# jk_mod_counter

### I/O pins on the die edge, jk_mod_counter

(8 px per µm) Pins as bars across the die edge, other pins in grey.
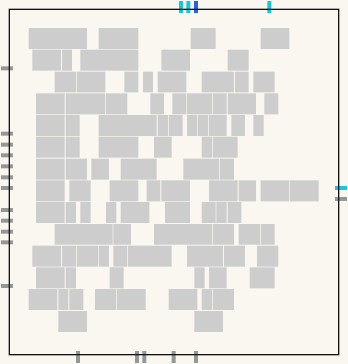
### Wiring by layer, jk_mod_counter

(6 px per µm)
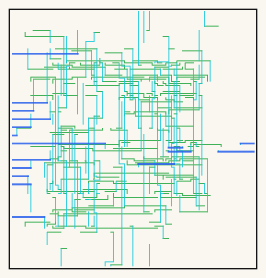
### Clock routing, jk_mod_counter

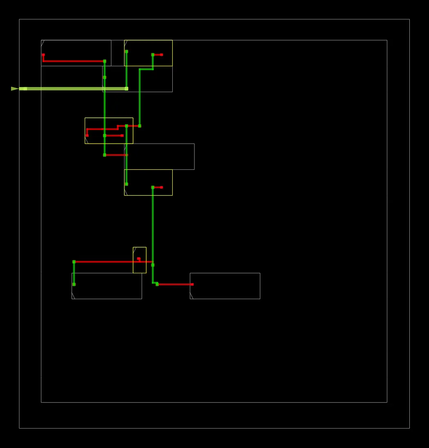
<file path="src/rtl/jk_mod_counter.sv">
// Modulo-MODULUS up/down counter on a JK cell bank; q updates one clk after load/count, tc and j_o/k_o are combinational.
// No backpressure: load/en are accepted every cycle, and rst wins over load, which wins over en.
module jk_mod_counter #(
    parameter int WIDTH   = 4,
    parameter int MODULUS = 10
) (
    input  logic             clk,
    input  logic             rst,
    input  logic             en,
    input  logic             up,
    input  logic             load,
    input  logic [WIDTH-1:0] load_val,
    output logic [WIDTH-1:0] q,
    output logic             tc,
    output logic             load_err,
    output logic [WIDTH-1:0] j_o,
    output logic [WIDTH-1:0] k_o
);

    // One extra bit so MODULUS == 2**WIDTH still compares correctly.
    localparam logic [WIDTH:0]   MOD_EXT = (WIDTH+1)'(MODULUS);
    localparam logic [WIDTH-1:0] LAST    = WIDTH'(MODULUS - 1);

    logic             q_in_range;
    logic             ld_clamp;
    logic [WIDTH-1:0] ld_val;
    logic [WIDTH-1:0] count_nxt;
    logic [WIDTH-1:0] j_exc;
    logic [WIDTH-1:0] k_exc;

    assign q_in_range = ({1'b0, q} < MOD_EXT);
    assign ld_clamp   = !({1'b0, load_val} < MOD_EXT);
    assign ld_val     = ld_clamp ? LAST : load_val;

    // An out-of-range state (upset) recovers to 0 on the next count step.
    always_comb begin
        count_nxt = '0;
        if (q_in_range) begin
            if (up) begin
                count_nxt = (q == LAST) ? '0 : q + 1'b1;
            end else begin
                count_nxt = (q == '0) ? LAST : q - 1'b1;
            end
        end
    end

    always_comb begin
        j_exc = '0;
        k_exc = '0;
        if (load) begin
            j_exc = ld_val;
            k_exc = ~ld_val;
        end else if (en) begin
            j_exc = q ^ count_nxt;
            k_exc = q ^ count_nxt;
        end
    end

    always_ff @(posedge clk) begin
        if (rst) begin
            q <= '0;
        end else begin
            for (int i = 0; i < WIDTH; i++) begin
                case ({j_exc[i], k_exc[i]})
                    2'b01:   q[i] <= 1'b0;
                    2'b10:   q[i] <= 1'b1;
                    2'b11:   q[i] <= ~q[i];
                    default: q[i] <= q[i];
                endcase
            end
        end
    end

    always_ff @(posedge clk) begin
        if (rst) begin
            load_err <= 1'b0;
        end else begin
            load_err <= load & ld_clamp;
        end
    end

    assign tc  = en & ~load & ((up & (q == LAST)) | (~up & (q == '0)));
    assign j_o = j_exc;
    assign k_o = k_exc;

endmodule

</file>
<file path="config.mk">
export PLATFORM = sky130hd
export DESIGN_NAME = jk_mod_counter
export DESIGN_NICKNAME = d
export VERILOG_FILES = /design/src/rtl/jk_mod_counter.sv
export SDC_FILE = /design/constraint.sdc
export NUM_CORES = 1
export LEC_CHECK = 0
export CAP_MARGIN = 15
export CORE_AREA = 2 2 39 41
export CTS_BUF_LIST = sky130_fd_sc_hd__clkbuf_8
export CTS_CLUSTER_SIZE = 8
export DETAILED_ROUTE_END_ITERATION = 8
export DIE_AREA = 0 0 41 43
export HOLD_SLACK_MARGIN = 0.15
export PLACE_DENSITY_LB_ADDON = 0.1
export SYNTH_ARGS = -nofsm -noshare
export SYNTH_HDL_FRONTEND = slang
export SYNTH_SLANG_ARGS = --single-unit
</file>
<file path="constraint.sdc">
create_clock -name clk -period 3.2 [get_ports clk]
set_input_delay 0.64 -clock clk [delete_from_list [all_inputs] [get_ports clk]]
set_output_delay 0.64 -clock clk [all_outputs]
set_load 0.01 [all_outputs]
</file>
==> results_tabular.tex <==
% Auto-generated results table
\begin{tabular}{lr}
\hline
Metric & Value \\
\hline
\multicolumn{2}{l}{\textbf{Setup path}} \\
\quad Endpoint of the worst register-to-register path & q[2] \\
\quad WP data arrival & 2.36 ns \\
\quad CP max stage cell & sky130\_fd\_sc\_hd\_\_clkdlybuf4s50\_1 \\
\quad Maximum fanout along the worst path & 7 \\
\multicolumn{2}{l}{\textbf{Yosys}} \\
\quad Number of distinct library cells after synthesis & 38 \\
\quad Sequential fraction of the synthesis area & 19.0\% \\
\multicolumn{2}{l}{\textbf{Flow run}} \\
\quad OpenROAD warnings & 26 \\
\multicolumn{2}{l}{\textbf{Clock network}} \\
\quad Quantity of hold-fixing buffers added after cts & 0 \\
\quad Setup fix buffers added after clock tree synthesis & 0 \\
\multicolumn{2}{l}{\textbf{Run status}} \\
\quad Outcome & finished, final reports clean \\
\multicolumn{2}{l}{\textbf{Floorplanning}} \\
\quad Chip area & 1760 µm² \\
\multicolumn{2}{l}{\textbf{Final layout}} \\
\quad Final core utilization & 58.5\% \\
\multicolumn{2}{l}{\textbf{Pwr}} \\
\quad Internal Dissipation & 0.206 mW \\
\quad Logic gate share of total power & 34.3\% \\
\multicolumn{2}{l}{\textbf{Final timing}} \\
\quad Total setup violations reported at the end of the flow & 0 \\
\quad Post-route minimum period & 3.00 ns \\
\multicolumn{2}{l}{\textbf{GRT}} \\
\quad Initial antenna violation count & 0 \\
\hline
\end{tabular}
About 'I/O pins on the die edge' of jk_mod_counter:
Key: `q` = cyan [pins 4, direction output, edge 3 north, 1 east]; `up` = blue [pins 1, direction input, edge north]
All pins by edge: 12 west, 5 south, 4 north, 2 east.
Die Y-Extent: 43 µm
total of buffers placed on input and output ports: 22
Die X: 41 µm

About 'Wiring by layer' of jk_mod_counter:
Key: M1 = green [wire length 672 µm]; M2 = cyan [wire length 695 µm]; M3 = blue [wire length 85.3 µm]
vias post-DR: 635
Tot GR Track Use: 20.2%
total wire length after detailed routing: 1.45 mm

About 'Clock routing' of jk_mod_counter:
TritonCTS buffer count: 3
power dissipated in the clock network: 0.113 mW
clock buffer instance count of the final layout: 3
Seq cells: 5

## state kept, by name, summed over array words and instances (netlist names)
signal	flops
q	4
load_err	1
## cells in the mapped netlist, types with 2 or more instances
cell,instances
sky130_fd_sc_hd__a21o_1,2
sky130_fd_sc_hd__a21oi_1,6
sky130_fd_sc_hd__buf_2,3
sky130_fd_sc_hd__dfxtp_1,5
sky130_fd_sc_hd__nand2_1,8
sky130_fd_sc_hd__nand2b_1,2
sky130_fd_sc_hd__nand3_1,3
sky130_fd_sc_hd__nor2_1,5
sky130_fd_sc_hd__nor3_1,5
sky130_fd_sc_hd__o21a_1,2
sky130_fd_sc_hd__o21ai_1,5
## kinds of logic (layout without fill, tap and decap cells)
family,after synthesis,after routing
DFF,5,5
muxes,1,1
AOI/OAI and AO/OA,25,25
buffers and inverters,8,32
xor gates and xnor gates,1,1
and+or+nand+nor,33,33
## final cells by class
class	instances	area (µm²)
repair buffers	26	249
fillers	139	574
clock inverters	1	3.75
flip-flops and latches	5	100
well taps	16	20.0
multi-input cells	60	388
inverters	2	7.51
clock buffers	3	41.3
## metal layers
layer	global-route usage [%]	vias to the layer above
met5	0	-
met1	27.6	293
met4	4.00	0
met2	31.9	21
met3	4.19	0
li1	-	321

# dmem_if

===== src/rtl/dmem_pkg.sv =====
// Shared types and constants for the data-memory interface.
package dmem_pkg;

    typedef enum logic [1:0] {
        IDLE = 2'b00,
        WAIT = 2'b01,
        DONE = 2'b10
    } state_t;

    typedef logic [3:0] be_t;

    localparam logic [2:0] SZ_B  = 3'b000;
    localparam logic [2:0] SZ_H  = 3'b001;
    localparam logic [2:0] SZ_W  = 3'b010;
    localparam logic [2:0] SZ_BU = 3'b100;
    localparam logic [2:0] SZ_HU = 3'b101;

endpackage


===== src/rtl/dmem_if_load_align.sv =====
// Load lane selection and sign/zero extension of a raw memory word.
// Latency: purely combinational. Backpressure: none.
// Unknown func3 codes pass the word through unchanged.
module load_align
    import dmem_pkg::*;
(
    input  logic [31:0] raw,
    input  logic [1:0]  offset,
    input  logic [2:0]  func3,
    output logic [31:0] result
);

    logic [7:0]  byte_lane;
    logic [15:0] half_lane;

    always_comb begin
        case (offset)
            2'd0:    byte_lane = raw[7:0];
            2'd1:    byte_lane = raw[15:8];
            2'd2:    byte_lane = raw[23:16];
            default: byte_lane = raw[31:24];
        endcase
        half_lane = offset[1] ? raw[31:16] : raw[15:0];
    end

    always_comb begin
        case (func3)
            SZ_B:    result = {{24{byte_lane[7]}}, byte_lane};
            SZ_BU:   result = {24'd0, byte_lane};
            SZ_H:    result = {{16{half_lane[15]}}, half_lane};
            SZ_HU:   result = {16'd0, half_lane};
            default: result = raw;
        endcase
    end

endmodule


===== src/rtl/dmem_if.sv =====
// Data-memory interface: one load/store per instruction onto a req/gnt/rvalid port; optional DMEM_MISALIGN_TRAP_EN.
// Latency: zero-wait memory gives 2 stall cycles per load, 1 per store; each missing gnt/rvalid adds one.
// Backpressure: memStall holds the pipeline until DONE; dmem_req and payload stay stable until dmem_gnt.
module dmem_if
    import dmem_pkg::*;
(
    input  logic        clk,
    input  logic        rst,
    input  logic        loadReq,
    input  logic        storeReq,
    input  logic [2:0]  func3,
    input  logic [31:0] addr,
    input  logic [31:0] wdata,
    output logic        memStall,
    output logic [31:0] rdata,
    output logic        dmem_req,
    output logic        dmem_we,
    output logic [31:0] dmem_addr,
    output logic [3:0]  dmem_be,
    output logic [31:0] dmem_wdata,
    input  logic        dmem_gnt,
    input  logic        dmem_rvalid,
`ifdef DMEM_MISALIGN_TRAP_EN
    output logic        misalign,
`endif
    input  logic [31:0] dmem_rdata
);

    state_t      state, next_state;
    logic        req_present;
    logic        is_load;
    logic        is_store;
    logic        misal;
    be_t         be;
    logic [31:0] wdata_rep;
    logic [31:0] load_data;

    // A simultaneous load and store resolves to the load.
    assign req_present = loadReq | storeReq;
    assign is_load     = loadReq;
    assign is_store    = storeReq & ~loadReq;

    always_comb begin
        case (func3)
            SZ_B, SZ_BU: begin
                be        = be_t'(4'b0001 << addr[1:0]);
                wdata_rep = {4{wdata[7:0]}};
            end
            SZ_H, SZ_HU: begin
                be        = be_t'(4'b0011 << {addr[1], 1'b0});
                wdata_rep = {2{wdata[15:0]}};
            end
            default: begin
                be        = 4'b1111;
                wdata_rep = wdata;
            end
        endcase
    end

`ifdef DMEM_MISALIGN_TRAP_EN
    always_comb begin
        case (func3)
            SZ_H, SZ_HU: misal = addr[0];
            SZ_B, SZ_BU: misal = 1'b0;
            default:     misal = |addr[1:0];
        endcase
    end
`else
    assign misal = 1'b0;
`endif

    load_align u_load_align (
        .raw    (dmem_rdata),
        .offset (addr[1:0]),
        .func3  (func3),
        .result (load_data)
    );

    always_ff @(posedge clk or posedge rst) begin
        if (rst) begin
            state <= IDLE;
        end else begin
            state <= next_state;
        end
    end

    always_comb begin
        next_state = state;
        memStall   = 1'b0;
        dmem_req   = 1'b0;
        dmem_we    = 1'b0;
        dmem_addr  = 32'd0;
        dmem_be    = 4'd0;
        dmem_wdata = 32'd0;
`ifdef DMEM_MISALIGN_TRAP_EN
        misalign   = 1'b0;
`endif
        case (state)
            IDLE: begin
                if (req_present) begin
                    memStall = 1'b1;
                    if (misal) begin
`ifdef DMEM_MISALIGN_TRAP_EN
                        misalign = 1'b1;
`endif
                        next_state = DONE;
                    end else begin
                        dmem_req   = 1'b1;
                        dmem_we    = is_store;
                        dmem_addr  = {addr[31:2], 2'b00};
                        dmem_be    = be;
                        dmem_wdata = wdata_rep;
                        if (dmem_gnt) begin
                            next_state = is_load ? WAIT : DONE;
                        end
                    end
                end
            end
            WAIT: begin
                memStall = 1'b1;
                if (dmem_rvalid) begin
                    next_state = DONE;
                end
            end
            DONE:    next_state = IDLE;
            default: next_state = IDLE;
        endcase
    end

    always_ff @(posedge clk or posedge rst) begin
        if (rst) begin
            rdata <= 32'd0;
        end else if (state == WAIT && dmem_rvalid) begin
            rdata <= load_data;
        end else if (state == IDLE && is_load && misal) begin
            rdata <= 32'd0;
        end
    end

endmodule


===== config.mk =====
export PLATFORM = sky130hd
export DESIGN_NAME = dmem_if
export DESIGN_NICKNAME = d
export VERILOG_FILES = /design/src/rtl/dmem_pkg.sv /design/src/rtl/dmem_if_load_align.sv /design/src/rtl/dmem_if.sv
export SDC_FILE = /design/constraint.sdc
export NUM_CORES = 1
export LEC_CHECK = 0
export CAP_MARGIN = 10
export CORE_MARGIN = 2
export CORE_UTILIZATION = 34
export DETAILED_ROUTE_END_ITERATION = 10
export PLACE_DENSITY = 0.76
export REMOVE_ABC_BUFFERS = 1
export SETUP_SLACK_MARGIN = 0.05
export SLEW_MARGIN = 40
export SYNTH_ARGS = -nofsm -noshare
export SYNTH_HDL_FRONTEND = slang
export SYNTH_HIERARCHICAL = 1
export SYNTH_SLANG_ARGS = --single-unit
export TNS_END_PERCENT = 1

===== constraint.sdc =====
create_clock -name clk -period 1.25 [get_ports clk]
set_input_delay 0.25 -clock clk [delete_from_list [all_inputs] [get_ports clk]]
set_output_delay 0.25 -clock clk [all_outputs]
set_load 0.05 [all_outputs]

==> results_tabular.tex <==
% Auto-generated results table
\begin{tabular}{lr}
\hline
Metric & Value \\
\hline
\multicolumn{2}{l}{\textbf{Final timing}} \\
\quad Fin worst setup slack & -0.566 ns \\
\quad Final tally of max-slew violations & 0 \\
\quad Post-route minimum period & 1.82 ns \\
\quad Total setup violations reported at the end of the flow & 101 \\
\multicolumn{2}{l}{\textbf{Yosys}} \\
\quad Total cells reported by yosys after synthesis & 346 \\
\quad Proportion of synthesized flip-flops having asynchronous set or reset & 100\% \\
\quad Gate Count Post-Synth & 346 \\
\quad Yosys synthesis warning count & 6 \\
\quad Main flop type after synthesis & sky130\_fd\_sc\_hd\_\_dfrtp\_1 \\
\quad Top cells by instance count after synthesis & sky130\_fd\_sc\_hd\_\_nor2\_1, sky130\_fd\_sc\_hd\_\_and2\_1, sky130\_fd\_sc\_hd\_\_dfrtp\_1 \\
\multicolumn{2}{l}{\textbf{Setup path}} \\
\quad Crit path cell chain & nor2\_2, o21ai\_4, buf\_6, buf\_12, a21oi\_4, buf\_12 \\
\quad First element of the critical path & state[1] \\
\quad Endpoint of the worst register-to-register path & rdata[24] \\
\quad CP endpoint & dmem\_wdata[12] \\
\multicolumn{2}{l}{\textbf{Final layout}} \\
\quad Count of non-CTS inverters in the layout & 14 \\
\quad Fraction of area in multi-input gates & 33.3\% \\
\quad Fraction of layout instances using a drive strength above 1 & 51.8\% \\
\multicolumn{2}{l}{\textbf{Route}} \\
\quad Count of antenna-violating nets left after detailed routing & 0 \\
\quad Remaining design rule violation count & 0 \\
\quad DRC violation total after the first TritonRoute iteration & 192 \\
\multicolumn{2}{l}{\textbf{Run status}} \\
\quad Violated checks & setup timing \\
\quad Outcome & complete, but fails checks \\
\multicolumn{2}{l}{\textbf{Clock network}} \\
\quad Clock Latency Late Sink & 0.29 ns \\
\quad Deepest clock path buffer count & 2 \\
\multicolumn{2}{l}{\textbf{Flow run}} \\
\quad \# Max-Cap Violations & 0 \\
\multicolumn{2}{l}{\textbf{Pwr}} \\
\quad Pleak & 3.34 nW \\
\multicolumn{2}{l}{\textbf{Floorplanning}} \\
\quad \# rows & 35 \\
\quad Effective utilization at floorplan & 35.1\% \\
\hline
\end{tabular}
-- metal layers --
metal,track usage (%),wire [µm]
met2,51.9,8360
met1,29.1,5110
met5,0,0
met3,4.04,1100
met4,9.74,465
-- tightest hold or removal path: stages --
cell,delay [ns]
sky130_fd_sc_hd__clkdlybuf4s50_1,0.40
sky130_fd_sc_hd__inv_1,0.09
sky130_fd_sc_hd__buf_12,0.22
-- metrics by stage --
stage	std cells	setup TNS [ns]	setup slack [ns]	power, mW
after floorplan	314	-54.73	-1.13	5.61
after global placement	724	-68.07	-0.840	9.47
after detailed placement	724	-70.99	-0.897	9.56
after CTS	742	-44.09	-0.565	10.9
after global routing	744	-46.95	-0.628	11.5
final	745	-41.62	-0.566	11.2
-- what timing repair did --
item	4_1_cts	5_1_grt
cloned	4	1
resized	143	66
setup endpoints to repair	101	101
buffers inserted	6	0
pin swaps	20	15
hold endpoints to repair	0	0
-- registers in the layout, summed over array words and instances, names as in the netlist --
signal  count
rdata      32
state       2
-- cell families (layout without fill, tap and decap cells) --
kind of cell	after synthesis	count (layout)	synth area share, %
simple gates	121	121	18.8
compound gates	83	83	18.1
mux	60	60	27.0
buf+inv	47	314	9.88
flops	34	34	26.1
other cells	1	4	0.115
### I/O pins on the die edge, dmem_if

(4 px per µm) Pins as bars across the die edge, other pins in grey.
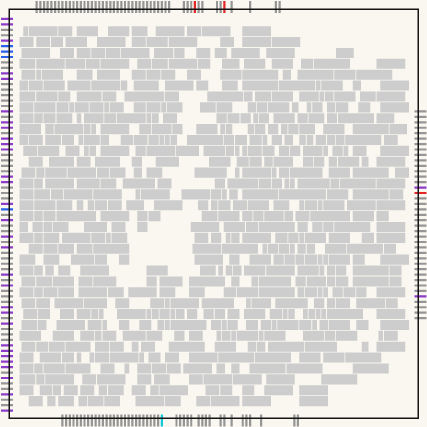
Key: `dmem_rvalid` = cyan [pins 1, direction input, edge south]; `addr` = purple [pins 32, direction input, edge 30 west, 2 east]; `dmem_be` = blue [pins 4, direction output, edge west]; `func3` = red [pins 3, direction input, edge 2 north, 1 east]
All pins by edge: 73 west, 50 north, 46 south, 39 east.
Die X: 102 µm
Die Y-Extent: 102 µm
total of buffers placed on input and output ports: 205


# ip_header_gen

==> config.mk <==
export PLATFORM = sky130hd
export DESIGN_NAME = ip_header_gen
export DESIGN_NICKNAME = d
export VERILOG_FILES = /design/src/rtl/ip_pkg.sv /design/src/rtl/ip_csum_acc.sv /design/src/rtl/ip_header_gen.sv
export SDC_FILE = /design/constraint.sdc
export NUM_CORES = 1
export LEC_CHECK = 0
export CAP_MARGIN = 20
export CORE_MARGIN = 5
export CORE_UTILIZATION = 55
export DETAILED_ROUTE_END_ITERATION = 6
export PLACE_DENSITY = 0.8
export SLEW_MARGIN = 40
export SYNTH_ARGS = -nofsm -noshare
export SYNTH_HDL_FRONTEND = slang
export SYNTH_HIERARCHICAL = 1
export SYNTH_SLANG_ARGS = --single-unit
==> constraint.sdc <==
create_clock -name clk -period 4.1 [get_ports clk]
set_input_delay 0.615 -clock clk [delete_from_list [all_inputs] [get_ports clk]]
set_output_delay 0.615 -clock clk [all_outputs]
set_load 0.005 [all_outputs]
==> src/rtl/ip_pkg.sv <==
// Shared IPv4 header constants and the header generator state encoding.
package ip_pkg;

  localparam int          IP_HDR_BYTES   = 20;
  localparam int          IP_HDR_WORDS   = IP_HDR_BYTES / 2;
  localparam logic [7:0]  VER_IHL        = 8'h45;
  localparam logic [7:0]  PROTO_UDP      = 8'h11;
  localparam logic [15:0] MAX_IP_PAYLOAD = 16'd65515;

  typedef enum logic [1:0] {
    IDLE,
    CALC,
    FOLD,
    SEND
  } ip_state_e;

endpackage

==> src/rtl/ip_csum_acc.sv <==
// 20-bit ones'-complement checksum accumulator: clear, add one 16-bit word
// per cycle, and present the folded, complemented checksum combinationally.
// Ten 16-bit words cannot overflow 20 bits, so carries are only folded once
// at the end rather than on every add.
module ip_csum_acc (
  input  logic        clk,
  input  logic        rst_n,
  input  logic        clear_i,
  input  logic        add_i,
  input  logic [15:0] word_i,
  output logic [15:0] csum_o
);

  logic [19:0] acc_q, acc_d;
  logic [16:0] fold1;
  logic [15:0] fold2;

  // Next accumulator value: clear has priority over add.
  always_comb begin
    acc_d = acc_q;
    if (clear_i) begin
      acc_d = '0;
    end else if (add_i) begin
      acc_d = acc_q + {4'h0, word_i};
    end
  end

  // Accumulator register.
  always_ff @(posedge clk) begin
    if (!rst_n) begin
      acc_q <= '0;
    end else begin
      acc_q <= acc_d;
    end
  end

  // Fold the upper carries back in twice, then complement.
  always_comb begin
    fold1  = {1'b0, acc_q[15:0]} + {13'h0, acc_q[19:16]};
    fold2  = fold1[15:0] + {15'h0, fold1[16]};
    csum_o = ~fold2;
  end

endmodule

==> src/rtl/ip_header_gen.sv <==
// IPv4 header generator: latches per-packet fields on start, sums the ten
// header words to build the checksum, then streams the 20 header bytes
// under a valid/ready handshake. Identification increments per packet.
module ip_header_gen
  import ip_pkg::*;
#(
  parameter logic [7:0]  TTL      = 8'h40,
  parameter logic [7:0]  TOS      = 8'h00,
  parameter logic [7:0]  PROTOCOL = PROTO_UDP,
  parameter bit          DF       = 1'b1,
  parameter logic [15:0] ID_INIT  = 16'h0000
) (
  input  logic        clk,
  input  logic        rst_n,
  input  logic        start_i,
  input  logic [31:0] src_ip_i,
  input  logic [31:0] dst_ip_i,
  input  logic [15:0] payload_len_i,
  output logic [7:0]  ip_data_o,
  output logic        ip_valid_o,
  output logic        ip_last_o,
  input  logic        ip_ready_i,
  output logic        busy_o,
  output logic        len_err_o
);

  localparam logic [15:0] FLAGS_WORD = DF ? 16'h4000 : 16'h0000;

  ip_state_e   state_q, state_d;
  logic [31:0] src_q, src_d;
  logic [31:0] dst_q, dst_d;
  logic [15:0] tot_len_q, tot_len_d;
  logic [15:0] id_q, id_d;
  logic [15:0] csum_q, csum_d;
  logic [3:0]  w_q, w_d;
  logic [4:0]  b_q, b_d;
  logic [7:0]  data_q, data_d;
  logic        valid_q, valid_d;
  logic        last_q, last_d;
  logic        len_err_q, len_err_d;

  logic        acc_clear, acc_add;
  logic [15:0] fold_csum;
  logic [4:0]  b_next;
  logic [15:0] hdr_w [IP_HDR_WORDS];
  logic [7:0]  hdr_b [IP_HDR_BYTES];

  ip_csum_acc u_csum (
    .clk     (clk),
    .rst_n   (rst_n),
    .clear_i (acc_clear),
    .add_i   (acc_add),
    .word_i  (hdr_w[w_q]),
    .csum_o  (fold_csum)
  );

  // Header as ten words (checksum slot zero, as summed) and as 20 bytes
  // (checksum slot filled from the folded result).
  always_comb begin
    hdr_w[0] = {VER_IHL, TOS};
    hdr_w[1] = tot_len_q;
    hdr_w[2] = id_q;
    hdr_w[3] = FLAGS_WORD;
    hdr_w[4] = {TTL, PROTOCOL};
    hdr_w[5] = 16'h0000;
    hdr_w[6] = src_q[31:16];
    hdr_w[7] = src_q[15:0];
    hdr_w[8] = dst_q[31:16];
    hdr_w[9] = dst_q[15:0];
    for (int i = 0; i < IP_HDR_WORDS; i++) begin
      hdr_b[2*i]   = hdr_w[i][15:8];
      hdr_b[2*i+1] = hdr_w[i][7:0];
    end
    hdr_b[10] = csum_q[15:8];
    hdr_b[11] = csum_q[7:0];
  end

  // Next-state and output-register logic for the IDLE/CALC/FOLD/SEND flow.
  always_comb begin
    state_d   = state_q;
    src_d     = src_q;
    dst_d     = dst_q;
    tot_len_d = tot_len_q;
    id_d      = id_q;
    csum_d    = csum_q;
    w_d       = w_q;
    b_d       = b_q;
    data_d    = data_q;
    valid_d   = valid_q;
    last_d    = last_q;
    len_err_d = 1'b0;
    acc_clear = 1'b0;
    acc_add   = 1'b0;
    b_next    = b_q + 5'd1;
    case (state_q)
      IDLE: begin
        if (start_i) begin
          if (payload_len_i > MAX_IP_PAYLOAD) begin
            len_err_d = 1'b1;
          end else begin
            src_d     = src_ip_i;
            dst_d     = dst_ip_i;
            tot_len_d = payload_len_i + 16'(IP_HDR_BYTES);
            w_d       = 4'd0;
            acc_clear = 1'b1;
            state_d   = CALC;
          end
        end
      end
      CALC: begin
        acc_add = 1'b1;
        w_d     = w_q + 4'd1;
        if (w_q == 4'(IP_HDR_WORDS - 1)) begin
          state_d = FOLD;
        end
      end
      FOLD: begin
        csum_d  = fold_csum;
        b_d     = 5'd0;
        data_d  = hdr_b[0];
        valid_d = 1'b1;
        last_d  = 1'b0;
        state_d = SEND;
      end
      SEND: begin
        if (valid_q && ip_ready_i) begin
          if (b_q == 5'(IP_HDR_BYTES - 1)) begin
            valid_d = 1'b0;
            last_d  = 1'b0;
            id_d    = id_q + 16'd1;
            state_d = IDLE;
          end else begin
            b_d    = b_next;
            data_d = hdr_b[b_next];
            last_d = (b_next == 5'(IP_HDR_BYTES - 1));
          end
        end
      end
      default: state_d = IDLE;
    endcase
  end

  // State and field registers with synchronous active-low reset.
  always_ff @(posedge clk) begin
    if (!rst_n) begin
      state_q   <= IDLE;
      src_q     <= '0;
      dst_q     <= '0;
      tot_len_q <= '0;
      id_q      <= ID_INIT;
      csum_q    <= '0;
      w_q       <= '0;
      b_q       <= '0;
      data_q    <= '0;
      valid_q   <= 1'b0;
      last_q    <= 1'b0;
      len_err_q <= 1'b0;
    end else begin
      state_q   <= state_d;
      src_q     <= src_d;
      dst_q     <= dst_d;
      tot_len_q <= tot_len_d;
      id_q      <= id_d;
      csum_q    <= csum_d;
      w_q       <= w_d;
      b_q       <= b_d;
      data_q    <= data_d;
      valid_q   <= valid_d;
      last_q    <= last_d;
      len_err_q <= len_err_d;
    end
  end

  assign ip_data_o  = data_q;
  assign ip_valid_o = valid_q;
  assign ip_last_o  = last_q;
  assign len_err_o  = len_err_q;
  assign busy_o     = (state_q != IDLE);

endmodule
### Clock routing, ip_header_gen

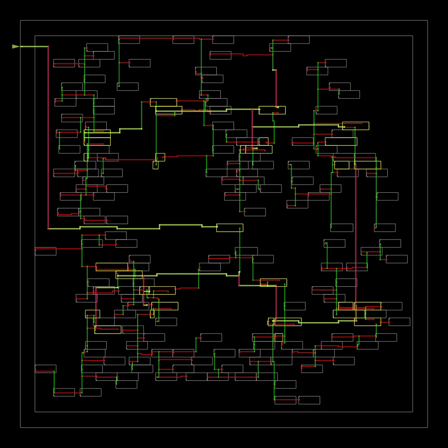
clock buffer instance count of the final layout: 22
TritonCTS buffer count: 17

==> results_tabular.tex <==
% Auto-generated results table
\begin{tabular}{lr}
\hline
Metric & Value \\
\hline
\multicolumn{2}{l}{\textbf{Run status}} \\
\quad Outcome & finished, final reports clean \\
\multicolumn{2}{l}{\textbf{Final timing}} \\
\quad Final tally of max-slew violations & 0 \\
\quad Worst hold margin & 0.475 ns \\
\multicolumn{2}{l}{\textbf{Yosys}} \\
\quad Number of distinct library cells after synthesis & 80 \\
\quad Sequential fraction of the synthesis area & 32.5\% \\
\quad Top cells by instance count after synthesis & sky130\_fd\_sc\_hd\_\_nand2\_1, sky130\_fd\_sc\_hd\_\_dfxtp\_1, sky130\_fd\_sc\_hd\_\_a21boi\_0 \\
\quad Yosys Chip Area & 9490 µm² \\
\multicolumn{2}{l}{\textbf{Setup path}} \\
\quad Startpoint Class & flop \\
\quad Crit path buf inv count & 1 \\
\quad Peak per-stage delay on the critical path & 0.62 ns \\
\multicolumn{2}{l}{\textbf{Clock network}} \\
\quad Clock Latency Late Sink & 0.44 ns \\
\quad Quantity of hold-fixing buffers added after cts & 0 \\
\quad CTS Root Buffer Type & sky130\_fd\_sc\_hd\_\_clkbuf\_16 \\
\multicolumn{2}{l}{\textbf{Final layout}} \\
\quad Fraction of layout instances using a drive strength above 1 & 8.57\% \\
\quad N\_diodes & 0 \\
\multicolumn{2}{l}{\textbf{Floorplanning}} \\
\quad Chip area & 20,000 µm² \\
\multicolumn{2}{l}{\textbf{Pwr}} \\
\quad Share of total power consumed by net switching & 33.4\% \\
\quad Power in combinational cells & 1.41 mW \\
\quad Sequential-cell power consumption & 2.00 mW \\
\multicolumn{2}{l}{\textbf{Place}} \\
\quad RePlAce Congestion & 1.00 \\
\quad Area of placed instances & 10,500 µm² \\
\quad Post-DP HPWL & 19.8 mm \\
\multicolumn{2}{l}{\textbf{GRT}} \\
\quad Via count of the first global-routing pass & 8,063 \\
\multicolumn{2}{l}{\textbf{Route}} \\
\quad Max Used Layer & met4 \\
\quad WL met3 & 2.07 mm \\
\quad Remaining design rule violation count & 0 \\
\hline
\end{tabular}
## stage by stage
step / worst slack, ns / std cells
floorplan: 0.454 / 1107
global placement: 0.463 / 1371
detailed placement: 0.397 / 1371
CTS: 0.369 / 1403
global route: 0.0256 / 1403
finish: 0.338 / 1403
## final cells by class
cell class / count / area [µm²]
Sequential cell: 154 / 3090
Tap cell: 225 / 282
Multi-Input combinational cell: 854 / 5990
Fill cell: 1430 / 5980
Timing Repair Buffer: 111 / 1070
Clock buffer: 22 / 474
Clock inverter: 10 / 139
Inverter: 27 / 101
## flip-flops by register name, indices dropped and copies added (netlist names)
| signal | count |
|---|---|
| src_q | 32 |
| ip_data_o | 8 |
| b_q | 5 |
| id_q | 16 |
| tot_len_q | 16 |
| u_csum/acc_q | 20 |
| dst_q | 32 |
| ip_valid_o | 1 |
| len_err_o | 1 |
| w_q | 4 |
| csum_q | 16 |
| state_q | 2 |
| ip_last_o | 1 |
## final timing paths
| path | to | slack, ns |
|---|---|---|
| hold / removal | src_q[24] | 0.47 |
| setup / recovery | u_csum/acc_q[11] | 0.34 |
| setup reg to reg | u_csum/acc_q[11] | 0.34 |
| hold reg to reg | src_q[24] | 0.47 |

# product_bcd_converter

### Clock routing, product_bcd_converter

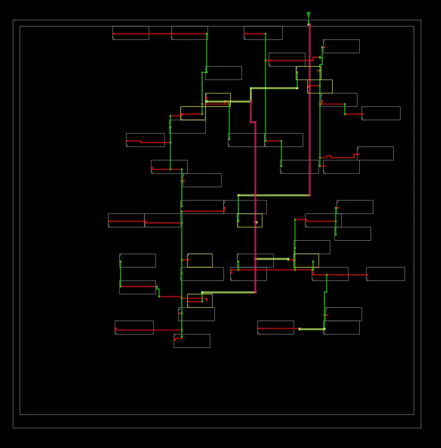
**src/rtl/bcd_pkg.sv**
```systemverilog
// -----------------------------------------------------------------------------
// bcd_pkg
// Shared types and constants for the product -> BCD display path.
//   state_t    : converter FSM states (IDLE, CONVERT, DONE)
//   BCD_WIDTH  : binary input width (8)
//   BCD_DIGITS : number of packed BCD output digits (3)
//   BCD_CNT_W  : width of the iteration counter, clog2(BCD_WIDTH+1)
//   seg7_lut   : BCD nibble -> 7-segment pattern, ordered gfedcba, active-low.
//                Used only when PRODUCT_BCD_SEG7_EN is defined.
// -----------------------------------------------------------------------------
package bcd_pkg;

    typedef enum logic [1:0] {
        IDLE    = 2'd0,
        CONVERT = 2'd1,
        DONE    = 2'd2
    } state_t;

    localparam int BCD_WIDTH  = 8;
    localparam int BCD_DIGITS = 3;
    localparam int BCD_CNT_W  = $clog2(BCD_WIDTH + 1);

    // Non-decimal nibbles cannot occur on the BCD path; they map to blank.
    function automatic logic [6:0] seg7_lut(input logic [3:0] nibble);
        logic [6:0] seg;
        case (nibble)
            4'd0:    seg = 7'b1000000;
            4'd1:    seg = 7'b1111001;
            4'd2:    seg = 7'b0100100;
            4'd3:    seg = 7'b0110000;
            4'd4:    seg = 7'b0011001;
            4'd5:    seg = 7'b0010010;
            4'd6:    seg = 7'b0000010;
            4'd7:    seg = 7'b1111000;
            4'd8:    seg = 7'b0000000;
            4'd9:    seg = 7'b0010000;
            default: seg = 7'b1111111;
        endcase
        return seg;
    endfunction

endpackage

```
**src/rtl/bcd_add3.sv**
```systemverilog
// -----------------------------------------------------------------------------
// bcd_add3
// One double-dabble correction cell: adds 3 to a BCD nibble when it is >= 5,
// so that the following left shift carries correctly into the next digit.
// The sum stays within 4 bits because the input of a valid iteration is <= 9.
//   din  : BCD nibble before correction
//   dout : corrected nibble
// -----------------------------------------------------------------------------
module bcd_add3 (
    input  logic [3:0] din,
    output logic [3:0] dout
);

    assign dout = (din >= 4'd5) ? (din + 4'd3) : din;

endmodule

```
**src/rtl/product_bcd_converter.sv**
```systemverilog
// -----------------------------------------------------------------------------
// product_bcd_converter
// Sequential double-dabble converter for the 8-bit multiplier product. One
// binary bit is processed per clock; the result is three packed BCD digits.
//
// Ports
//   clk, rst    : clock, synchronous active-high reset
//   in_valid    : product_in is valid
//   in_ready    : converter can accept a product (high only in IDLE)
//   product_in  : unsigned product
//   out_valid   : bcd_out holds a completed conversion (high only in DONE)
//   out_ready   : downstream consumes the result
//   bcd_out     : [11:8] hundreds, [7:4] tens, [3:0] ones
//   busy        : high while converting
//   seg_hund/seg_tens/seg_ones (only with PRODUCT_BCD_SEG7_EN defined):
//                 registered 7-segment patterns, gfedcba, active-low
//
// Handshake: a transfer happens on a rising edge where valid and ready are
// both high. in_valid outside IDLE and out_ready outside DONE are ignored;
// nothing is queued. bcd_out only changes when a conversion completes.
//
// Timing: accept at edge 0, eight iterations on edges 1..8, out_valid visible
// after edge 8, earliest release on edge 9, next accept no earlier than edge 10.
// -----------------------------------------------------------------------------
module product_bcd_converter
    import bcd_pkg::*;
#(
    parameter int WIDTH  = BCD_WIDTH,
    parameter int DIGITS = BCD_DIGITS
) (
    input  logic                  clk,
    input  logic                  rst,
    input  logic                  in_valid,
    output logic                  in_ready,
    input  logic [WIDTH-1:0]      product_in,
    output logic                  out_valid,
    input  logic                  out_ready,
    output logic [4*DIGITS-1:0]   bcd_out,
    output logic                  busy
`ifdef PRODUCT_BCD_SEG7_EN
    ,
    output logic [6:0]            seg_hund,
    output logic [6:0]            seg_tens,
    output logic [6:0]            seg_ones
`endif
);

    localparam int BCD_W = 4 * DIGITS;
    localparam int SR_W  = BCD_W + WIDTH;

    state_t                 state;
    state_t                 state_nxt;

    // Shift register: BCD field in the top BCD_W bits, binary in the low WIDTH.
    logic [SR_W-1:0]        sr;
    logic [SR_W-1:0]        sr_adj;
    logic [SR_W-1:0]        sr_nxt;
    logic [BCD_CNT_W-1:0]   cnt;
    logic [BCD_W-1:0]       bcd_q;
    logic                   last_iter;

    // Per-digit +3 correction ahead of the shift.
    for (genvar g = 0; g < DIGITS; g++) begin : g_add3
        bcd_add3 u_add3 (
            .din  (sr[WIDTH + 4*g +: 4]),
            .dout (sr_adj[WIDTH + 4*g +: 4])
        );
    end

    assign sr_adj[WIDTH-1:0] = sr[WIDTH-1:0];
    assign sr_nxt            = sr_adj << 1;
    assign last_iter         = (cnt == BCD_CNT_W'(WIDTH - 1));

    // ---------------- FSM ----------------
    always_ff @(posedge clk) begin
        if (rst) begin
            state <= IDLE;
        end else begin
            state <= state_nxt;
        end
    end

    always_comb begin
        state_nxt = state;
        case (state)
            IDLE:    if (in_valid)  state_nxt = CONVERT;
            CONVERT: if (last_iter) state_nxt = DONE;
            DONE:    if (out_ready) state_nxt = IDLE;
            default:                state_nxt = IDLE;
        endcase
    end

    assign in_ready  = (state == IDLE);
    assign busy      = (state == CONVERT);
    assign out_valid = (state == DONE);

    // ---------------- Datapath ----------------
    always_ff @(posedge clk) begin
        if (rst) begin
            sr    <= '0;
            cnt   <= '0;
            bcd_q <= '0;
        end else begin
            case (state)
                IDLE: begin
                    if (in_valid) begin
                        sr  <= {{BCD_W{1'b0}}, product_in};
                        cnt <= '0;
                    end
                end
                CONVERT: begin
                    sr  <= sr_nxt;
                    cnt <= cnt + 1'b1;
                    // Result captured on the same edge as the final shift.
                    if (last_iter) begin
                        bcd_q <= sr_nxt[SR_W-1:WIDTH];
                    end
                end
                default: ;
            endcase
        end
    end

    assign bcd_out = bcd_q;

`ifdef PRODUCT_BCD_SEG7_EN
    // Display patterns follow bcd_out by one cycle; leading zero hundreds
    // digit is blanked.
    always_ff @(posedge clk) begin
        if (rst) begin
            seg_hund <= 7'b1111111;
            seg_tens <= 7'b1111111;
            seg_ones <= 7'b1111111;
        end else begin
            seg_hund <= (bcd_q[11:8] == 4'd0) ? 7'b1111111 : seg7_lut(bcd_q[11:8]);
            seg_tens <= seg7_lut(bcd_q[7:4]);
            seg_ones <= seg7_lut(bcd_q[3:0]);
        end
    end
`endif

endmodule
```
**config.mk**
```make
export PLATFORM = sky130hd
export DESIGN_NAME = product_bcd_converter
export DESIGN_NICKNAME = d
export VERILOG_FILES = /design/src/rtl/bcd_pkg.sv /design/src/rtl/bcd_add3.sv /design/src/rtl/product_bcd_converter.sv
export SDC_FILE = /design/constraint.sdc
export NUM_CORES = 1
export LEC_CHECK = 0
export CAP_MARGIN = 40
export CORE_MARGIN = 1
export CORE_UTILIZATION = 30
export CTS_CLUSTER_DIAMETER = 60
export CTS_CLUSTER_SIZE = 8
export DETAILED_ROUTE_END_ITERATION = 8
export PLACE_DENSITY = 0.6
export SETUP_SLACK_MARGIN = 0.2
export SYNTH_ARGS = -nofsm -noshare
export SYNTH_HDL_FRONTEND = slang
export SYNTH_HIERARCHICAL = 1
export SYNTH_SLANG_ARGS = --single-unit
```
**constraint.sdc**
```tcl
create_clock -name clk -period 1.7 [get_ports clk]
set_clock_uncertainty 0.1 [all_clocks]
set_input_delay 0.34 -clock clk [delete_from_list [all_inputs] [get_ports clk]]
set_output_delay 0.34 -clock clk [all_outputs]
set_load 0.005 [all_outputs]
```
==> results_tabular.tex <==
% Auto-generated results table
\begin{tabular}{lr}
\hline
Metric & Value \\
\hline
\multicolumn{2}{l}{\textbf{Clock network}} \\
\quad Clock slew at reported path FFs & 0.07 ns \\
\quad Deepest clock path buffer count & 2 \\
\quad Clock Latency Late Sink & 0.29 ns \\
\multicolumn{2}{l}{\textbf{Final layout}} \\
\quad Final core utilization & 43.1\% \\
\quad Non-filler cells in the finished layout & 347 \\
\quad Commonest cells after routing, fill and taps aside & sky130\_fd\_sc\_hd\_\_nor2\_1, sky130\_fd\_sc\_hd\_\_dfxtp\_1, sky130\_fd\_sc\_hd\_\_nand2b\_1 \\
\quad Most instantiated logic cell after routing & sky130\_fd\_sc\_hd\_\_nor2\_1 \\
\quad Number of filler cells placed in the layout & 612 \\
\multicolumn{2}{l}{\textbf{Floorplanning}} \\
\quad Die Y-Extent & 82.9 µm \\
\quad Effective utilization at floorplan & 31.1\% \\
\quad Die X & 82.9 µm \\
\quad Chip area & 6870 µm² \\
\multicolumn{2}{l}{\textbf{Flow run}} \\
\quad OpenROAD warnings & 31 \\
\multicolumn{2}{l}{\textbf{Final timing}} \\
\quad Fin worst setup slack & 0.140 ns \\
\quad Share of the clock period used by the worst path & 91.8\% \\
\quad Remaining max-slew budget at the tightest pin & 78.4\% \\
\quad Actual transition at the worst max-transition pin & 0.321 ns \\
\multicolumn{2}{l}{\textbf{Route}} \\
\quad Average via count per standard cell & 4.86 \\
\quad Total wire length after detailed routing & 4.44 mm \\
\multicolumn{2}{l}{\textbf{Setup path}} \\
\quad Crit path buf inv count & 1 \\
\quad Maximum fanout along the worst path & 3 \\
\quad CP max stage cell & sky130\_fd\_sc\_hd\_\_dfxtp\_2 \\
\quad Worst Setup End Kind & flop \\
\multicolumn{2}{l}{\textbf{Run status}} \\
\quad Outcome & finished, final reports clean \\
\multicolumn{2}{l}{\textbf{Yosys}} \\
\quad Average size of a mapped cell & 8.53 µm² \\
\multicolumn{2}{l}{\textbf{Min path}} \\
\quad Worst min path class & flop to flop \\
\multicolumn{2}{l}{\textbf{Pwr}} \\
\quad Pwr/cell area & 684 nW/µm² \\
\quad Tot Pwr & 1.86 mW \\
\hline
\end{tabular}
About 'Clock routing' of product_bcd_converter:
Seq cells: 38
clock buffer instance count of the final layout: 8
power dissipated in the clock network: 0.731 mW
TritonCTS buffer count: 5

## timing repair
item,CTS,global route
hold buffers,0,0
buffers inserted,2,7
setup endpoints to repair,28,18
pin swaps,5,7
gates resized,44,34
## report_power, final
group | internal (mW) | switching (mW)
clock network | 0.410 | 0.321
logic | 0.101 | 0.0956
registers | 0.908 | 0.0233
## final timing paths
path | depth (start not counted) | slack, ns | startpoint | end
setup / recovery | 7 | 0.14 | sr[13] | bcd_out[6]
hold / removal | 2 | 0.37 | bcd_out[1] | bcd_out[1]
setup reg to reg | 7 | 0.14 | sr[13] | bcd_out[6]
hold reg to reg | 2 | 0.37 | bcd_out[1] | bcd_out[1]
## per-layer routing
metal / vias to the layer above / track usage, %
li1: 857 / -
met1: 793 / 16.7
met2: 31 / 19.3
met3: 6 / 2.49
met4: 0 / 5.17
met5: - / 0
## final cells by class
class | instances | area (µm²) | area share, %
multi-input combinational | 160 | 1240 | 45.5
sequential | 38 | 782 | 28.7
clock buffer | 8 | 110 | 4.05
timing repair buffer | 47 | 418 | 15.4
inverter | 17 | 76.3 | 2.81
tap | 77 | 96.3 | 3.54
## sequential cells by signal, indices dropped and copies added, names as in the netlist
signal / count
bcd_out: 12
cnt: 4
sr: 20
state: 2

# rob_alloc_ctrl

`src/rtl/rob_alloc_ctrl.sv`:
```
// Purpose: ROB allocation control: hands out up to 4 compacted ROB indices per fetch group, tracks head/tail/occupancy.
// Latency: indices and alloc enables are combinational in the accept cycle; pointer/occupancy/flag updates land at the next edge.
// Backpressure: grp_rdy_out drops when free entries < group size, during a flush and for one RECOVER cycle after it.
//
// Ports:
//   clk, rst_n                 clock, async active-low reset
//   grp_val_in, inst_val_in    fetch-group offer and per-slot valid bits
//   grp_rdy_out                group accepted when high together with grp_val_in
//   alloc_en_out, rob_idx_out  per-slot ROB write enable and index (slot i at [i*IDX_W +: IDX_W])
//   commit_cnt_in              entries retired this cycle (0..4)
//   flush_in, flush_tail_in    mispredict recovery and the tail to restore
//   free_cnt_out, full_out, empty_out, stall_out, err_out  status (registered state)
module rob_alloc_ctrl #(
  parameter int ROB_DEPTH = 64,
  parameter int IDX_W     = 6
) (
  input  logic                 clk,
  input  logic                 rst_n,
  input  logic                 grp_val_in,
  input  logic [3:0]           inst_val_in,
  output logic                 grp_rdy_out,
  output logic [3:0]           alloc_en_out,
  output logic [4*IDX_W-1:0]   rob_idx_out,
  input  logic [2:0]           commit_cnt_in,
  input  logic                 flush_in,
  input  logic [IDX_W-1:0]     flush_tail_in,
  output logic [IDX_W:0]       free_cnt_out,
  output logic                 full_out,
  output logic                 empty_out,
  output logic                 stall_out,
  output logic                 err_out
);

  typedef enum logic [1:0] {
    ST_RUN     = 2'd0,
    ST_STALL   = 2'd1,
    ST_RECOVER = 2'd2
  } state_e;

  localparam logic [IDX_W:0] DEPTH_C = (IDX_W+1)'(ROB_DEPTH);

  state_e             state_q, state_d;
  logic [IDX_W-1:0]   head_q, head_d;
  logic [IDX_W-1:0]   tail_q, tail_d;
  logic [IDX_W:0]     occ_q, occ_d;
  logic               err_q, err_d;

  // Running count of valid slots below each slot: this is the compaction offset.
  logic [1:0]         pre1, pre2, pre3;
  logic [2:0]         n_grp;
  logic [IDX_W-1:0]   slot_off [4];

  logic               accept;
  logic [IDX_W:0]     free_cnt;
  logic [IDX_W:0]     n_ext, n_acc;
  logic [IDX_W:0]     commit_w;
  logic [IDX_W+1:0]   avail;
  logic               underflow;
  logic [IDX_W-1:0]   head_adv;
  logic [IDX_W:0]     occ_nf;

  assign pre1  = {1'b0, inst_val_in[0]};
  assign pre2  = pre1 + {1'b0, inst_val_in[1]};
  assign pre3  = pre2 + {1'b0, inst_val_in[2]};
  assign n_grp = {1'b0, pre3} + {2'b00, inst_val_in[3]};

  assign slot_off[0] = '0;
  assign slot_off[1] = {{(IDX_W-2){1'b0}}, pre1};
  assign slot_off[2] = {{(IDX_W-2){1'b0}}, pre2};
  assign slot_off[3] = {{(IDX_W-2){1'b0}}, pre3};

  assign free_cnt = DEPTH_C - occ_q;
  assign n_ext    = {{(IDX_W-2){1'b0}}, n_grp};
  assign accept   = grp_val_in & grp_rdy_out;
  assign n_acc    = accept ? n_ext : '0;

  // FSM output process. Ready uses the start-of-cycle free count only;
  // commits in the same cycle are not credited. rst_n gating keeps the
  // allocation outputs quiet while reset is held.
  always_comb begin
    grp_rdy_out = rst_n & (state_q != ST_RECOVER) & ~flush_in & (free_cnt >= n_ext);
    stall_out   = (state_q == ST_STALL);
  end

  // FSM next-state process.
  always_comb begin
    state_d = state_q;
    if (flush_in) begin
      state_d = ST_RECOVER;
    end else begin
      case (state_q)
        ST_RUN:     if (grp_val_in & ~grp_rdy_out) state_d = ST_STALL;
        ST_STALL:   if (accept | ~grp_val_in)      state_d = ST_RUN;
        ST_RECOVER: state_d = ST_RUN;
        default:    state_d = ST_RUN;
      endcase
    end
  end

  // FSM state register.
  always_ff @(posedge clk or negedge rst_n) begin
    if (!rst_n) state_q <= ST_RUN;
    else        state_q <= state_d;
  end

  // Per-slot enables and compacted indices.
  always_comb begin
    alloc_en_out = '0;
    rob_idx_out  = '0;
    if (accept) begin
      alloc_en_out = inst_val_in;
      for (int i = 0; i < 4; i++) begin
        if (inst_val_in[i]) rob_idx_out[i*IDX_W +: IDX_W] = tail_q + slot_off[i];
      end
    end
  end

  // Pointer / occupancy update. An over-commit retires only what is held,
  // so head moves by the old occupancy and the error flag latches.
  always_comb begin
    commit_w  = {{(IDX_W-2){1'b0}}, commit_cnt_in};
    avail     = {1'b0, occ_q} + {1'b0, n_acc};
    underflow = ({1'b0, commit_w} > avail);
    if (underflow) begin
      head_adv = occ_q[IDX_W-1:0];
      occ_nf   = '0;
    end else begin
      head_adv = commit_w[IDX_W-1:0];
      occ_nf   = occ_q + n_acc - commit_w;
    end
    head_d = head_q + head_adv;
    err_d  = err_q | underflow;
    if (flush_in) begin
      // Distance from the post-commit head to the restored tail; 0 reads as empty.
      tail_d = flush_tail_in;
      occ_d  = {1'b0, flush_tail_in - head_d};
    end else begin
      tail_d = tail_q + n_acc[IDX_W-1:0];
      occ_d  = occ_nf;
    end
  end

  always_ff @(posedge clk or negedge rst_n) begin
    if (!rst_n) begin
      head_q <= '0;
      tail_q <= '0;
      occ_q  <= '0;
      err_q  <= 1'b0;
    end else begin
      head_q <= head_d;
      tail_q <= tail_d;
      occ_q  <= occ_d;
      err_q  <= err_d;
    end
  end

  assign free_cnt_out = free_cnt;
  assign full_out     = (occ_q == DEPTH_C);
  assign empty_out    = (occ_q == '0);
  assign err_out      = err_q;

endmodule
```
`config.mk`:
```
export PLATFORM = sky130hd
export DESIGN_NAME = rob_alloc_ctrl
export DESIGN_NICKNAME = d
export VERILOG_FILES = /design/src/rtl/rob_alloc_ctrl.sv
export SDC_FILE = /design/constraint.sdc
export NUM_CORES = 1
export LEC_CHECK = 0
export CORE_MARGIN = 1.5
export CORE_UTILIZATION = 55
export DETAILED_ROUTE_END_ITERATION = 10
export PLACE_DENSITY = 0.85
export SYNTH_ARGS = -nofsm -noshare
export SYNTH_HDL_FRONTEND = slang
export SYNTH_SLANG_ARGS = --single-unit
```
`constraint.sdc`:
```
create_clock -name clk -period 22.4 [get_ports clk]
set_input_delay 4.48 -clock clk [delete_from_list [all_inputs] [get_ports clk]]
set_output_delay 4.48 -clock clk [all_outputs]
set_load 0.005 [all_outputs]
```
### Clock routing, rob_alloc_ctrl

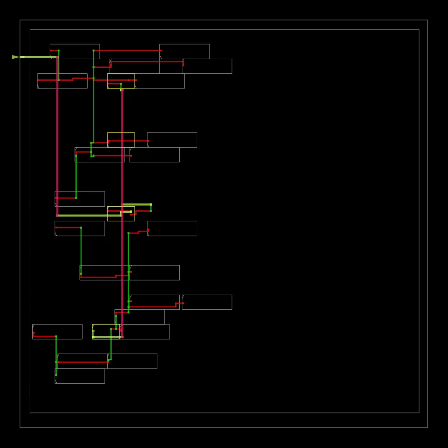
TritonCTS buffer count: 3
clock buffer instance count of the final layout: 4
Clock Latency Late Sink: 0.28 ns
power dissipated in the clock network: 0.0296 mW
Seq cells: 22

==> results_tabular.tex <==
% Auto-generated results table
\begin{tabular}{lr}
\hline
Metric & Value \\
\hline
\multicolumn{2}{l}{\textbf{Run status}} \\
\quad Outcome & finished, final reports clean \\
\multicolumn{2}{l}{\textbf{Pwr}} \\
\quad Tot Pwr & 0.409 mW \\
\multicolumn{2}{l}{\textbf{Final timing}} \\
\quad Post-route minimum period & 13.32 ns \\
\quad Final tally of max-slew violations & 0 \\
\quad Worst hold margin & 0.468 ns \\
\multicolumn{2}{l}{\textbf{Clock network}} \\
\quad Setup fix buffers added after clock tree synthesis & 0 \\
\quad Deepest clock path buffer count & 2 \\
\quad \# clock sinks & 22 \\
\multicolumn{2}{l}{\textbf{Place}} \\
\quad Total of buffers placed on input and output ports & 56 \\
\quad Number of cells in the design after placement & 439 \\
\multicolumn{2}{l}{\textbf{Yosys}} \\
\quad Top cells by instance count after synthesis & sky130\_fd\_sc\_hd\_\_ha\_1, sky130\_fd\_sc\_hd\_\_inv\_1, sky130\_fd\_sc\_hd\_\_xnor2\_1 \\
\quad Post-synth design cell area & 2870 µm² \\
\quad Most frequently used cell type in the post-synthesis netlist & sky130\_fd\_sc\_hd\_\_ha\_1 \\
\quad Fraction of post-synthesis cell area in the top cell type by area & 19.2\% \\
\quad Largest combinational cell category by area & adder cells \\
\multicolumn{2}{l}{\textbf{Flow run}} \\
\quad \# Max-Cap Violations & 0 \\
\multicolumn{2}{l}{\textbf{Setup path}} \\
\quad Maximum fanout along the worst path & 31 \\
\quad Kind of critical path & input pin to output port \\
\multicolumn{2}{l}{\textbf{Floorplanning}} \\
\quad Core area & 5070 µm² \\
\quad Tapcell count & 70 \\
\multicolumn{2}{l}{\textbf{Min path}} \\
\quad Worst min-delay path endpoint & state\_q[0] \\
\quad Startpoint of the lowest-slack hold path & state\_q[1] \\
\multicolumn{2}{l}{\textbf{Final layout}} \\
\quad Clock tree cell share of total cell area & 1.58\% \\
\quad Commonest cells after routing, fill and taps aside & sky130\_fd\_sc\_hd\_\_clkdlybuf4s50\_1, sky130\_fd\_sc\_hd\_\_ha\_1, sky130\_fd\_sc\_hd\_\_inv\_1 \\
\quad Area of the multi-input gates & 2100 µm² \\
\multicolumn{2}{l}{\textbf{Route}} \\
\quad WL met3 & 401 µm \\
\quad Remaining design rule violation count & 0 \\
\hline
\end{tabular}
==> per-stage QoR <==
| stage | instance area (µm²) | setup slack (ns) |
|---|---|---|
| floorplan | 2870 | 10.37 |
| global placement | 3430 | 9.24 |
| detailed placement | 3430 | 9.10 |
| CTS | 3490 | 9.10 |
| global route | 3490 | 8.62 |
| finish | 3490 | 9.08 |
==> worst max-delay path: stages <==
cell                              delay, ns
sky130_fd_sc_hd__clkdlybuf4s50_1       0.56
sky130_fd_sc_hd__fa_1                  0.56
sky130_fd_sc_hd__ha_1                  0.21
sky130_fd_sc_hd__ha_1                  0.50
sky130_fd_sc_hd__inv_1                 0.11
sky130_fd_sc_hd__ha_1                  0.29
sky130_fd_sc_hd__o21ai_0               0.08
sky130_fd_sc_hd__o21bai_1              0.17
sky130_fd_sc_hd__o41a_1                0.83
sky130_fd_sc_hd__nand2_1               0.33
sky130_fd_sc_hd__nor2_1                0.20
sky130_fd_sc_hd__clkdlybuf4s50_1       0.52
==> state kept, by name (all words and copies together) (netlist names) <==
| register | flops |
|---|---|
| occ_q | 7 |
| head_q | 6 |
| tail_q | 6 |
| state_q | 2 |
| err_out | 1 |


==> layout pictures side by side <==
Cell area per tile.
(a)
(4 px per µm) 8 x 8 tiles, from black (low) to pale yellow (high), 0 to 100% covered.
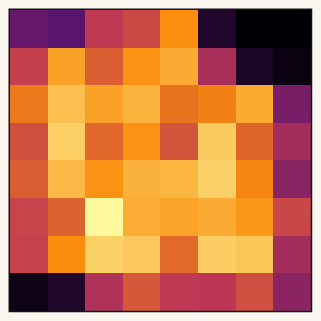
(b)
(8 px per µm) 8 x 9 tiles, from black (low) to pale yellow (high), 0 to 100% covered.
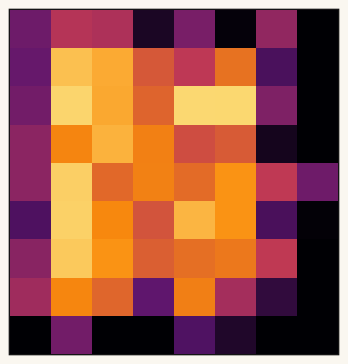
(c)
(4 px per µm) 8 x 8 tiles, from black (low) to pale yellow (high), 0 to 100% covered.
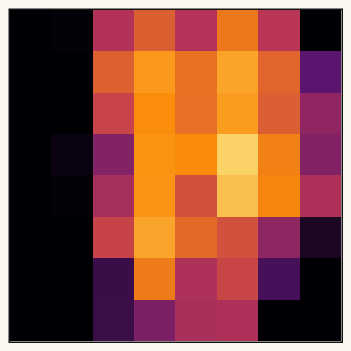
(d)
(3 px per µm) 14 x 14 tiles, from black (low) to pale yellow (high), 0 to 100% covered.
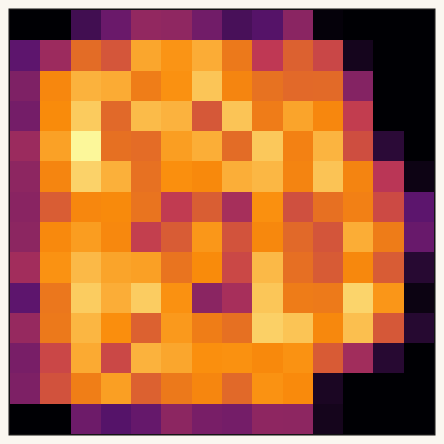
(e)
(4 px per µm) 10 x 10 tiles, from black (low) to pale yellow (high), 0 to 100% covered.
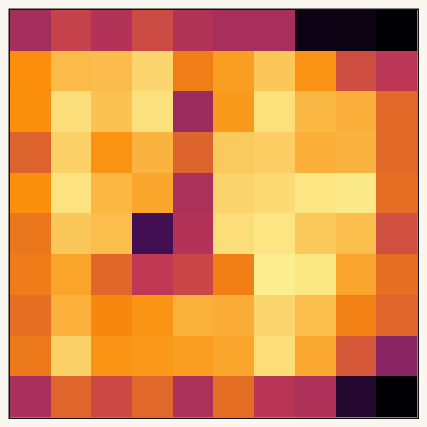
- (b) = jk_mod_counter
- (a) = rob_alloc_ctrl
- (e) = dmem_if
- (d) = ip_header_gen
- (c) = product_bcd_converter
Of these, highest utilization: (e)
Of these, smallest die: (b)

Power figures rest on the tool's default switching activity, not on a simulated workload.
